==================== design 1
design_1/layer_met1.png
Cells faint in the background.
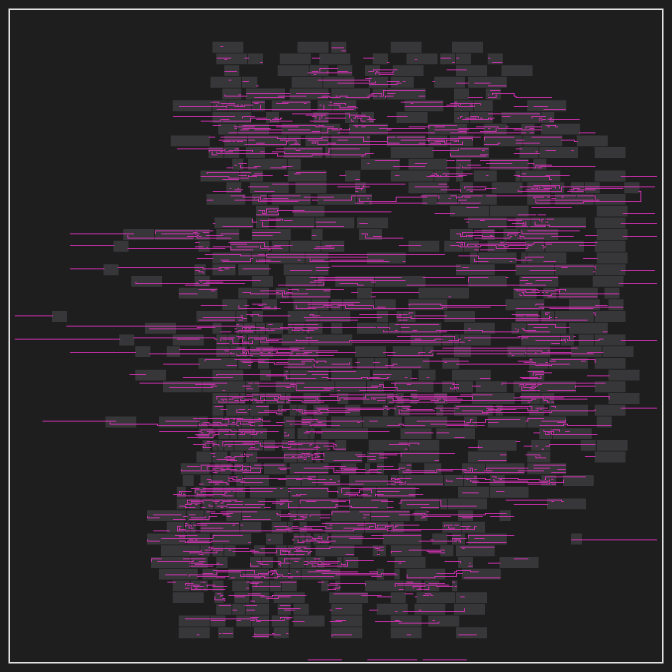

===== config.mk =====
export PLATFORM = sky130hd
export DESIGN_NAME = arm_operand2_issue_flat
export DESIGN_NICKNAME = d
export VERILOG_FILES = /design/src/rtl/arm_operand2_issue_if.sv /design/src/rtl/arm_operand2_issue.sv /design/src/flat_wrapper.sv
export SDC_FILE = /design/constraint.sdc
export NUM_CORES = 1
export LEC_CHECK = 0
export CORE_MARGIN = 5
export CORE_UTILIZATION = 25
export CTS_CLUSTER_DIAMETER = 50
export DETAILED_ROUTE_END_ITERATION = 10
export HOLD_SLACK_MARGIN = 0.05
export SLEW_MARGIN = 0
export SYNTH_ARGS = -nofsm -noshare
export SYNTH_HDL_FRONTEND = slang
export SYNTH_SLANG_ARGS = --single-unit

===== constraint.sdc =====
create_clock -name clk -period 1.5 [get_ports clk]
set_input_delay 0.375 -clock clk [delete_from_list [all_inputs] [get_ports clk]]
set_output_delay 0.375 -clock clk [all_outputs]
set_load 0.05 [all_outputs]

===== src/rtl/arm_operand2_issue_if.sv =====
// Operand2 issue bus: upstream request, register-file read port and
// downstream shifter-control result, bundled for the issue stage.
//   master : environment side (drives requests, rf_data, out_ready)
//   slave  : issue stage side (drives in_ready, rf_addr and results)
interface arm_operand2_issue_if #(
    parameter int unsigned DATA_WIDTH   = 32,
    parameter int unsigned AMOUNT_WIDTH = 5
);
    localparam int unsigned OP2_WIDTH = 12;
    localparam int unsigned REG_WIDTH = 4;

    logic                    in_valid;
    logic                    in_ready;
    logic                    in_imm;
    logic [OP2_WIDTH-1:0]    in_op2;
    logic                    in_cflag;
    logic [REG_WIDTH-1:0]    rf_addr;
    logic [DATA_WIDTH-1:0]   rf_data;
    logic                    out_valid;
    logic                    out_ready;
    logic [1:0]              sh_op;
    logic [AMOUNT_WIDTH-1:0] sh_amount;
    logic [DATA_WIDTH-1:0]   sh_in;
    logic                    sh_carry_in;
    logic                    byp;
    logic [DATA_WIDTH-1:0]   byp_value;
    logic                    byp_carry;
    logic                    out_illegal;

    modport master (
        output in_valid, in_imm, in_op2, in_cflag, rf_data, out_ready,
        input  in_ready, rf_addr, out_valid, sh_op, sh_amount, sh_in,
               sh_carry_in, byp, byp_value, byp_carry, out_illegal
    );

    modport slave (
        input  in_valid, in_imm, in_op2, in_cflag, rf_data, out_ready,
        output in_ready, rf_addr, out_valid, sh_op, sh_amount, sh_in,
               sh_carry_in, byp, byp_value, byp_carry, out_illegal
    );
endinterface


===== src/rtl/arm_operand2_issue.sv =====
// ARM data-processing operand2 issue stage. Decodes the operand2 field into
// barrel-shifter controls (or a bypass value for register-shift corner cases).
// Immediates, immediate shifts and illegal encodings take one cycle; register
// shifts take an extra RS_READ cycle to fetch Rs through the shared rf port.
//   clk, rst_n : clock, async active-low reset
//   bus        : slave side of arm_operand2_issue_if (request, rf port, result)
module arm_operand2_issue #(
    parameter int unsigned DATA_WIDTH   = 32,
    parameter int unsigned AMOUNT_WIDTH = 5
) (
    input  logic                  clk,
    input  logic                  rst_n,
    arm_operand2_issue_if.slave   bus
);
    localparam logic [1:0] SH_LSL = 2'b00;
    localparam logic [1:0] SH_LSR = 2'b01;
    localparam logic [1:0] SH_ASR = 2'b10;
    localparam logic [1:0] SH_ROR = 2'b11;

    typedef enum logic {IDLE, RS_READ} state_t;

    state_t                  state, state_n;
    logic [DATA_WIDTH-1:0]   rm_q, rm_n;
    logic [1:0]              type_q, type_n;
    logic                    cflag_q, cflag_n;
    logic [3:0]              rs_q, rs_n;

    logic                    valid_q, valid_n;
    logic [1:0]              sh_op_q, sh_op_n;
    logic [AMOUNT_WIDTH-1:0] sh_amount_q, sh_amount_n;
    logic [DATA_WIDTH-1:0]   sh_in_q, sh_in_n;
    logic                    sh_carry_in_q, sh_carry_in_n;
    logic                    byp_q, byp_n;
    logic [DATA_WIDTH-1:0]   byp_value_q, byp_value_n;
    logic                    byp_carry_q, byp_carry_n;
    logic                    illegal_q, illegal_n;

    logic                    accept_c;
    logic                    reg_shift_c;
    logic [7:0]              amt_c;

    // rst_n gate keeps in_ready low throughout reset
    assign bus.in_ready = rst_n && (state == IDLE) && (!valid_q || bus.out_ready);
    assign accept_c     = bus.in_valid && bus.in_ready;
    assign reg_shift_c  = !bus.in_imm && bus.in_op2[4] && !bus.in_op2[7];
    assign amt_c        = bus.rf_data[7:0];
    assign bus.rf_addr  = (state == IDLE) ? bus.in_op2[3:0] : rs_q;

    assign bus.out_valid   = valid_q;
    assign bus.sh_op       = sh_op_q;
    assign bus.sh_amount   = sh_amount_q;
    assign bus.sh_in       = sh_in_q;
    assign bus.sh_carry_in = sh_carry_in_q;
    assign bus.byp         = byp_q;
    assign bus.byp_value   = byp_value_q;
    assign bus.byp_carry   = byp_carry_q;
    assign bus.out_illegal = illegal_q;

    // State, register-shift latches and output register
    always_ff @(posedge clk or negedge rst_n) begin
        if (!rst_n) begin
            state         <= IDLE;
            rm_q          <= '0;
            type_q        <= '0;
            cflag_q       <= 1'b0;
            rs_q          <= '0;
            valid_q       <= 1'b0;
            sh_op_q       <= '0;
            sh_amount_q   <= '0;
            sh_in_q       <= '0;
            sh_carry_in_q <= 1'b0;
            byp_q         <= 1'b0;
            byp_value_q   <= '0;
            byp_carry_q   <= 1'b0;
            illegal_q     <= 1'b0;
        end else begin
            state         <= state_n;
            rm_q          <= rm_n;
            type_q        <= type_n;
            cflag_q       <= cflag_n;
            rs_q          <= rs_n;
            valid_q       <= valid_n;
            sh_op_q       <= sh_op_n;
            sh_amount_q   <= sh_amount_n;
            sh_in_q       <= sh_in_n;
            sh_carry_in_q <= sh_carry_in_n;
            byp_q         <= byp_n;
            byp_value_q   <= byp_value_n;
            byp_carry_q   <= byp_carry_n;
            illegal_q     <= illegal_n;
        end
    end

    // Next-state, decode and output-register load
    always_comb begin
        state_n       = state;
        rm_n          = rm_q;
        type_n        = type_q;
        cflag_n       = cflag_q;
        rs_n          = rs_q;
        valid_n       = valid_q;
        sh_op_n       = sh_op_q;
        sh_amount_n   = sh_amount_q;
        sh_in_n       = sh_in_q;
        sh_carry_in_n = sh_carry_in_q;
        byp_n         = byp_q;
        byp_value_n   = byp_value_q;
        byp_carry_n   = byp_carry_q;
        illegal_n     = illegal_q;

        if (valid_q && bus.out_ready) begin
            valid_n = 1'b0;
        end

        unique case (state)
            IDLE: begin
                if (accept_c && reg_shift_c) begin
                    rm_n    = bus.rf_data;
                    type_n  = bus.in_op2[6:5];
                    cflag_n = bus.in_cflag;
                    rs_n    = bus.in_op2[11:8];
                    state_n = RS_READ;
                end else if (accept_c) begin
                    valid_n       = 1'b1;
                    byp_n         = 1'b0;
                    byp_value_n   = '0;
                    byp_carry_n   = 1'b0;
                    illegal_n     = 1'b0;
                    sh_carry_in_n = bus.in_cflag;
                    if (bus.in_imm) begin
                        sh_in_n = DATA_WIDTH'(bus.in_op2[7:0]);
                        if (bus.in_op2[11:8] != 4'd0) begin
                            sh_op_n     = SH_ROR;
                            sh_amount_n = AMOUNT_WIDTH'({bus.in_op2[11:8], 1'b0});
                        end else begin
                            sh_op_n     = SH_LSL;
                            sh_amount_n = '0;
                        end
                    end else if (!bus.in_op2[4]) begin
                        sh_op_n     = bus.in_op2[6:5];
                        sh_amount_n = AMOUNT_WIDTH'(bus.in_op2[11:7]);
                        sh_in_n     = bus.rf_data;
                    end else begin
                        // op2[4]=1 with op2[7]=1 is not a valid shift encoding
                        illegal_n   = 1'b1;
                        sh_op_n     = SH_LSL;
                        sh_amount_n = '0;
                        sh_in_n     = bus.rf_data;
                    end
                end
            end
            RS_READ: begin
                state_n       = IDLE;
                valid_n       = 1'b1;
                illegal_n     = 1'b0;
                byp_n         = 1'b0;
                byp_value_n   = '0;
                byp_carry_n   = 1'b0;
                sh_in_n       = rm_q;
                sh_carry_in_n = cflag_q;
                sh_op_n       = type_q;
                sh_amount_n   = AMOUNT_WIDTH'(amt_c[4:0]);
                if (amt_c == 8'd0) begin
                    sh_op_n     = SH_LSL;
                    sh_amount_n = '0;
                end else begin
                    // amounts >= 32 fold onto shifter encodings or a bypass value
                    case (type_q)
                        SH_LSL: begin
                            if (amt_c >= 8'd32) begin
                                sh_op_n     = SH_LSL;
                                sh_amount_n = '0;
                                byp_n       = 1'b1;
                                byp_carry_n = (amt_c == 8'd32) ? rm_q[0] : 1'b0;
                            end
                        end
                        SH_LSR: begin
                            if (amt_c == 8'd32) begin
                                sh_amount_n = '0;
                            end else if (amt_c > 8'd32) begin
                                sh_op_n     = SH_LSL;
                                sh_amount_n = '0;
                                byp_n       = 1'b1;
                            end
                        end
                        SH_ASR: begin
                            if (amt_c >= 8'd32) begin
                                sh_amount_n = '0;
                            end
                        end
                        SH_ROR: begin
                            if (amt_c[4:0] == 5'd0) begin
                                sh_op_n     = SH_LSL;
                                sh_amount_n = '0;
                                byp_n       = 1'b1;
                                byp_value_n = rm_q;
                                byp_carry_n = rm_q[DATA_WIDTH-1];
                            end
                        end
                    endcase
                end
            end
        endcase
    end
endmodule


===== src/flat_wrapper.sv =====
// flat-port wrapper written by rule: the top's interface ports become plain ports
module arm_operand2_issue_flat 
#(
    parameter int unsigned DATA_WIDTH   = 32,
    parameter int unsigned AMOUNT_WIDTH = 5
)
  (clk, rst_n, bus_in_valid, bus_in_imm, bus_in_op2, bus_in_cflag, bus_rf_data, bus_out_ready, bus_in_ready, bus_rf_addr, bus_out_valid, bus_sh_op, bus_sh_amount, bus_sh_in, bus_sh_carry_in, bus_byp, bus_byp_value, bus_byp_carry, bus_out_illegal);
  arm_operand2_issue_if #(.DATA_WIDTH(DATA_WIDTH), .AMOUNT_WIDTH(AMOUNT_WIDTH)) bus_i ();
  input  logic clk;
  input  logic rst_n;
  input wire logic [$bits(bus_i.in_valid)-1:0] bus_in_valid;
  input wire logic [$bits(bus_i.in_imm)-1:0] bus_in_imm;
  input wire logic [$bits(bus_i.in_op2)-1:0] bus_in_op2;
  input wire logic [$bits(bus_i.in_cflag)-1:0] bus_in_cflag;
  input wire logic [$bits(bus_i.rf_data)-1:0] bus_rf_data;
  input wire logic [$bits(bus_i.out_ready)-1:0] bus_out_ready;
  output wire logic [$bits(bus_i.in_ready)-1:0] bus_in_ready;
  output wire logic [$bits(bus_i.rf_addr)-1:0] bus_rf_addr;
  output wire logic [$bits(bus_i.out_valid)-1:0] bus_out_valid;
  output wire logic [$bits(bus_i.sh_op)-1:0] bus_sh_op;
  output wire logic [$bits(bus_i.sh_amount)-1:0] bus_sh_amount;
  output wire logic [$bits(bus_i.sh_in)-1:0] bus_sh_in;
  output wire logic [$bits(bus_i.sh_carry_in)-1:0] bus_sh_carry_in;
  output wire logic [$bits(bus_i.byp)-1:0] bus_byp;
  output wire logic [$bits(bus_i.byp_value)-1:0] bus_byp_value;
  output wire logic [$bits(bus_i.byp_carry)-1:0] bus_byp_carry;
  output wire logic [$bits(bus_i.out_illegal)-1:0] bus_out_illegal;
  assign bus_i.in_valid = bus_in_valid;
  assign bus_i.in_imm = bus_in_imm;
  assign bus_i.in_op2 = bus_in_op2;
  assign bus_i.in_cflag = bus_in_cflag;
  assign bus_i.rf_data = bus_rf_data;
  assign bus_i.out_ready = bus_out_ready;
  assign bus_in_ready = bus_i.in_ready;
  assign bus_rf_addr = bus_i.rf_addr;
  assign bus_out_valid = bus_i.out_valid;
  assign bus_sh_op = bus_i.sh_op;
  assign bus_sh_amount = bus_i.sh_amount;
  assign bus_sh_in = bus_i.sh_in;
  assign bus_sh_carry_in = bus_i.sh_carry_in;
  assign bus_byp = bus_i.byp;
  assign bus_byp_value = bus_i.byp_value;
  assign bus_byp_carry = bus_i.byp_carry;
  assign bus_out_illegal = bus_i.out_illegal;
  arm_operand2_issue #(.DATA_WIDTH(DATA_WIDTH), .AMOUNT_WIDTH(AMOUNT_WIDTH)) u_core (.clk(clk), .rst_n(rst_n), .bus(bus_i));
endmodule

==================== design 2
[config.mk]
export PLATFORM = sky130hd
export DESIGN_NAME = uart_tx_scheduler
export DESIGN_NICKNAME = d
export VERILOG_FILES = /design/src/rtl/uart_pkg.sv /design/src/rtl/rr_arbiter.sv /design/src/rtl/uart_tx_scheduler.sv
export SDC_FILE = /design/constraint.sdc
export NUM_CORES = 1
export LEC_CHECK = 0
export CAP_MARGIN = 15
export CELL_PAD_IN_SITES_DETAIL_PLACEMENT = 1
export CELL_PAD_IN_SITES_GLOBAL_PLACEMENT = 2
export CORE_UTILIZATION = 30
export DETAILED_ROUTE_END_ITERATION = 10
export GPL_TIMING_DRIVEN = 0
export PLACE_DENSITY = 0.87
export SYNTH_ARGS = -nofsm -noshare
export SYNTH_HDL_FRONTEND = slang
export SYNTH_HIERARCHICAL = 1
export SYNTH_SLANG_ARGS = --single-unit
[constraint.sdc]
create_clock -name CLK -period 2.05 [get_ports CLK]
set_input_delay 0.205 -clock CLK [delete_from_list [all_inputs] [get_ports CLK]]
set_output_delay 0.205 -clock CLK [all_outputs]
set_load 0.02 [all_outputs]
[src/rtl/uart_pkg.sv]
// Shared types and constants for the UART transmit scheduler.
package uart_pkg;

   // Frame sequencing states of the transmitter.
   typedef enum logic [1:0] {
      IDLE  = 2'd0,
      START = 2'd1,
      DATA  = 2'd2,
      STOP  = 2'd3
   } tx_state_e;

   // Payload bits per frame.
   localparam int unsigned DATA_W_DEFAULT = 8;

   // Short bit period, used for simulation-friendly builds.
   localparam int unsigned CLKS_PER_BIT_SIM = 6;

   // Bit-period divisors for a 100 MHz system clock.
   typedef enum int unsigned {
      CLKS_PER_BIT_9600   = 10417,
      CLKS_PER_BIT_115200 = 868
   } baud_div_e;

endpackage : uart_pkg

[src/rtl/rr_arbiter.sv]
// Round-robin arbiter: picks the first asserted request at or after the
// pointer, wrapping from NUM_REQ-1 back to 0. Purely combinational.
module rr_arbiter #(
   parameter  int unsigned NUM_REQ = 2,
   localparam int unsigned IDX_W   = $clog2(NUM_REQ)
) (
   input  logic [NUM_REQ-1:0] req_i,
   input  logic [IDX_W-1:0]   pointer_i,
   output logic [NUM_REQ-1:0] grant_o,
   output logic [IDX_W-1:0]   grant_idx_o,
   output logic               any_o
);

   logic [IDX_W-1:0] cand;
   logic             found;

   // Scan requesters in priority order starting at the pointer.
   always_comb begin
      // NOTE: every output gets a default before the loop so no path leaves
      // a value unassigned, which would otherwise infer a latch.
      grant_o     = '0;
      grant_idx_o = '0;
      found       = 1'b0;
      cand        = '0;
      for (int k = 0; k < NUM_REQ; k++) begin
         cand = IDX_W'((int'(pointer_i) + k) % NUM_REQ);
         if (!found && req_i[cand]) begin
            found         = 1'b1;
            grant_o[cand] = 1'b1;
            grant_idx_o   = cand;
         end
      end
   end

   assign any_o = found;

endmodule : rr_arbiter

[src/rtl/uart_tx_scheduler.sv]
// Shares one UART TX line between NUM_REQ byte producers: round-robin
// arbitration in IDLE, then a start bit, DATA_W data bits LSB first and a
// stop bit, each CLKS_PER_BIT cycles long.
module uart_tx_scheduler
   import uart_pkg::*;
#(
   parameter int unsigned NUM_REQ      = 2,
   parameter int unsigned DATA_W       = DATA_W_DEFAULT,
   parameter int unsigned CLKS_PER_BIT = CLKS_PER_BIT_SIM
) (
   input  logic                           CLK,
   input  logic                           rst_n,
   input  logic [NUM_REQ-1:0]             req_valid,
   input  logic [NUM_REQ-1:0][DATA_W-1:0] req_data,
   output logic [NUM_REQ-1:0]             req_ready,
   output logic                           tx_serial,
   output logic                           busy,
   output logic [$clog2(NUM_REQ)-1:0]     grant_id
);

   localparam int unsigned IDX_W = $clog2(NUM_REQ);
   localparam int unsigned CNT_W = $clog2(CLKS_PER_BIT);
   localparam int unsigned BIT_W = $clog2(DATA_W);

   tx_state_e          state_q;
   logic [CNT_W-1:0]   cnt_q;
   logic [CNT_W-1:0]   cnt_d;
   logic [BIT_W-1:0]   bit_q;
   logic [DATA_W-1:0]  shift_q;
   logic [IDX_W-1:0]   ptr_q;
   logic [IDX_W-1:0]   ptr_d;
   logic [IDX_W-1:0]   grant_id_q;
   logic               tx_q;
   logic               busy_q;
   logic               bit_end;

   logic [NUM_REQ-1:0] arb_grant;
   logic [IDX_W-1:0]   arb_idx;
   logic               arb_any;

   rr_arbiter #(
      .NUM_REQ (NUM_REQ)
   ) u_arb (
      .req_i       (req_valid),
      .pointer_i   (ptr_q),
      .grant_o     (arb_grant),
      .grant_idx_o (arb_idx),
      .any_o       (arb_any)
   );

   // Bit-period timing: end of bit on the last count, then wrap to zero.
   assign bit_end = (cnt_q == CNT_W'(CLKS_PER_BIT - 1));
   assign cnt_d   = bit_end ? '0 : cnt_q + 1'b1;

   // Next search starts just after the winner.
   assign ptr_d = (arb_idx == IDX_W'(NUM_REQ - 1)) ? '0 : arb_idx + 1'b1;

   // Handshake is offered only while idle and out of reset.
   assign req_ready = (state_q == IDLE && rst_n) ? arb_grant : '0;

   // Frame sequencer with registered line, busy and grant outputs.
   always_ff @(posedge CLK) begin
      // NOTE: reset is sampled on the clock edge (synchronous); all state
      // updates use non-blocking assignments so every register sees the
      // pre-edge values of the others.
      if (!rst_n) begin
         state_q    <= IDLE;
         cnt_q      <= '0;
         bit_q      <= '0;
         shift_q    <= '0;
         ptr_q      <= '0;
         grant_id_q <= '0;
         tx_q       <= 1'b1;
         busy_q     <= 1'b0;
      end else begin
         case (state_q)
            IDLE: begin
               tx_q   <= 1'b1;
               busy_q <= 1'b0;
               if (arb_any) begin
                  shift_q    <= req_data[arb_idx];
                  grant_id_q <= arb_idx;
                  ptr_q      <= ptr_d;
                  cnt_q      <= '0;
                  bit_q      <= '0;
                  tx_q       <= 1'b0;
                  busy_q     <= 1'b1;
                  state_q    <= START;
               end
            end
            START: begin
               cnt_q <= cnt_d;
               if (bit_end) begin
                  tx_q    <= shift_q[0];
                  state_q <= DATA;
               end
            end
            DATA: begin
               cnt_q <= cnt_d;
               if (bit_end) begin
                  shift_q <= shift_q >> 1;
                  if (bit_q == BIT_W'(DATA_W - 1)) begin
                     tx_q    <= 1'b1;
                     state_q <= STOP;
                  end else begin
                     bit_q <= bit_q + 1'b1;
                     tx_q  <= shift_q[1];
                  end
               end
            end
            STOP: begin
               cnt_q <= cnt_d;
               if (bit_end) begin
                  busy_q  <= 1'b0;
                  state_q <= IDLE;
               end
            end
            default: begin
               tx_q    <= 1'b1;
               busy_q  <= 1'b0;
               state_q <= IDLE;
            end
         endcase
      end
   end

   assign tx_serial = tx_q;
   assign busy      = busy_q;
   assign grant_id  = grant_id_q;

endmodule : uart_tx_scheduler

design_2/layer_met2.png
The bar under the picture is 20 µm long.
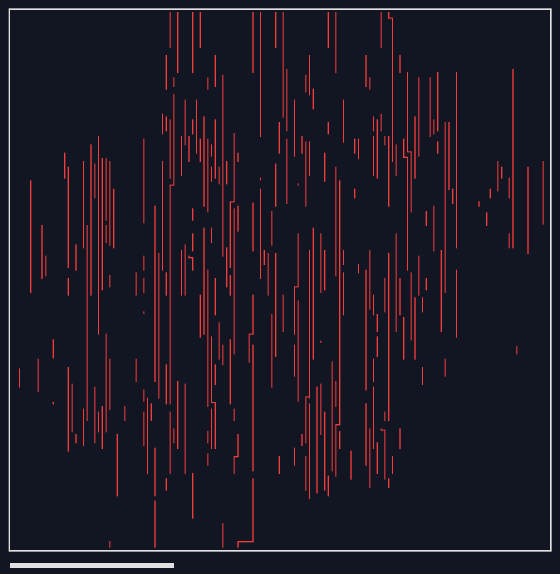
share of all routed wire: 51%
main direction: vertical
vias after detailed routing: 1082
met2 track utilization from global routing: 0.268
total wire length: 2990 µm

==> reports/notes.md, design 2 <==
Switching share of power: 0.384. The run gives 0.323 as the fraction of the core area occupied by cells at floorplan. Looking at the post-CTS report, the setup buffer insertion count equals 0.

The run gives 192 for the final layout net count. The worst min-delay path endpoint is grant_id. The synthesized netlist handed to floorplanning was reported with a cell count of 136. With the placer's final routability congestion estimate at 0.721, the area of the die is 4350 µm².

Critical path startpoint category: a register. Classification of the worst setup path: register to output port. After clock tree synthesis, the flow added hold-fix buffers numbering 0. For the total routing usage reported by global routing, the log shows 0.154.

The tools report the total number of placement rows as 22. The run finished with clean final reports. The critical path's slowest stage uses the library cell dfxtp_1. Detailed placement ended at an HPWL of 2350 µm. The clock transition at the registers of the reported paths was 0.07 ns.

A synthesized cell averages 9.02 µm². In this run the standard cell core region covers 3800 µm². For the leakage dissipation, the log shows 0.637 nW.

The most common cell in the synthesized netlist is dfxtp_1. The stage logs contain a warning count of 30. For the final routed database, the setup TNS stands at 0 ns. For the distinct cell type count after synthesis, the log shows 34.

Summed over all layers, the global routing overflow is 0. The proportion of register bits with asynchronous set or reset after synthesis works out to 0.
## design 2: cell type report
cell class / instances / area (µm²) / share of cell area
multi-input combinational: 103 / 771 / 0.491
sequential: 20 / 400 / 0.255
timing repair buffer: 24 / 238 / 0.152
tap: 48 / 60.1 / 0.0383
clock buffer: 3 / 41.3 / 0.0263
buffer: 7 / 36.3 / 0.0231
inverter: 6 / 22.5 / 0.0144
## design 2: kinds of logic after synthesis
kind of cell / count (synthesis) / synth area share
fa+ha+maj: 7 / 0.0714
compound gates: 29 / 0.184
flops: 20 / 0.327
simple gates: 47 / 0.202
buf+inv: 13 / 0.0449
mux: 20 / 0.171
## design 2: layer usage
| layer | wire, µm | vias to the layer above | track usage |
|---|---|---|---|
| met2 | 1520 | 14 | 0.268 |
| met3 | 82 | 5 | 0.0310 |
| li1 | - | 539 | - |
| met1 | 1320 | 524 | 0.179 |
| met4 | 62 | 0 | 0.0718 |
| met5 | 0 | - | 0 |
## design 2: state kept, by name, summed over array words and instances (netlist names)
signal	count
shift_q	8
bit_q	3
cnt_q	3
state_q	2
busy	1
grant_id	1
ptr_q	1
tx_serial	1
design_1/layer_met4.png
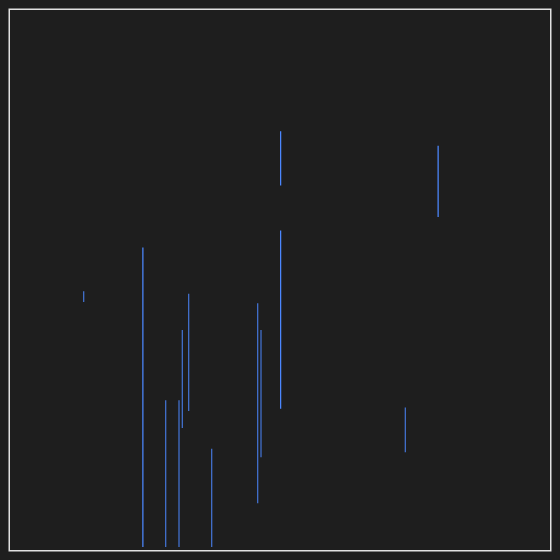
longest straight run: 83.6 µm
wire length on this layer: 443 µm
main direction: vertical
share of all routed wire: 2.6%
nets with wire on the layer: 10
vias after detailed routing: 4206
total wire length: 17300 µm

Notes on design_1/layer_met1.png above:
main direction: horizontal
share of all routed wire: 42%
longest straight run: 43.7 µm
wire length on this layer: 7220 µm
nets with wire on the layer: 569
met1 Resource Use GR: 0.192

==> reports/notes.md, design 1 <==
The run finished, with violations left. The checks that failed: setup timing. The run gives 0.255 as the fraction of the core area occupied by cells at floorplan. The number of inverters outside the clock class in the layout is 5. The run gives 519 MHz as the maximum frequency from static timing analysis. The critical-path maximum fanout is 7, and the clock distribution area overhead in the final layout is 0.0593. For the final setup violation count, the log shows 120. Launching instance or port of the critical path: u_core.state. During synthesis, Yosys emitted a total of 0 warnings.

With the worst hold slack at 0.183 ns, the area overhead of the layout relative to synthesis is 84.5%. After synthesis, the most frequently instantiated cells are dfrtp_1, mux2_2, a22o_1, nand2_1. The run gives 0 as the number of pins exceeding their max-slew limit in the final report. The gate-level netlist out of Yosys references 44 unique cell types.

The buffer type at the clock tree root was clkbuf_16. Ranked by total area, the top cell class in this layout is non-clock buffers. The worst path setup slack after routing was -0.428 ns.
==> design 1: metal layers <==
layer / vias to the layer above / global-route usage / part of all wire
met5: - / 0 / 0.00040
met4: 2 / 0.0657 / 0.026
met3: 30 / 0.0458 / 0.063
met2: 129 / 0.242 / 0.49
met1: 2146 / 0.192 / 0.42
li1: 1899 / - / -
==> design 1: metrics by stage <==
stage / worst slack (ns) / cell area, µm²
after floorplan: -0.222 / 5310
after global placement: -0.774 / 8030
after detailed placement: -0.780 / 8030
after CTS: -0.385 / 9070
after global routing: -0.502 / 9230
final: -0.428 / 9230
==> design 1: kinds of logic after synthesis <==
| family | Yosys count | share of synthesized area |
|---|---|---|
| DFF | 116 | 0.580 |
| AOI/OAI and AO/OA | 108 | 0.171 |
| and+or+nand+nor | 85 | 0.0926 |
| muxes | 50 | 0.110 |
| buffers and inverters | 34 | 0.0343 |
| adders and majority gates | 4 | 0.0100 |
| xor gates and xnor gates | 1 | 0.00175 |
==> design 1: power breakdown <==
group          internal, W  switching (W)  total (W)
sequential         0.00360       0.000501    0.00410
combinational      0.00171        0.00149    0.00320
clock              0.00234        0.00141    0.00375


==> notes/layouts.md <==
Pictures saved along the way, in no particular order.

M3 wires.
picture 1
The bar under the picture is 20 µm long.
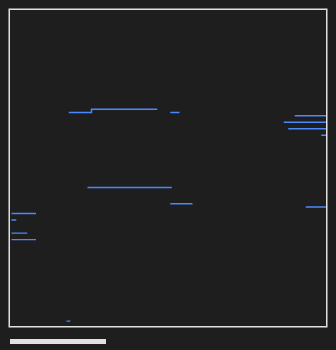
picture 2
The bar under the picture is 50 µm long.
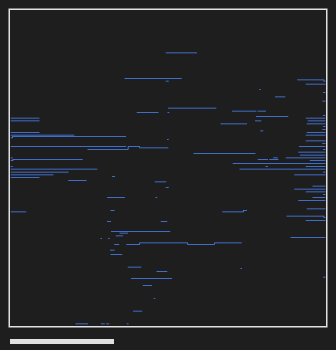
The one with the largest die is picture 2.
Picture 1 comes from design 2.
Picture 2 comes from design 1.

Power figures rest on the tool's default switching activity, not on a simulated workload.
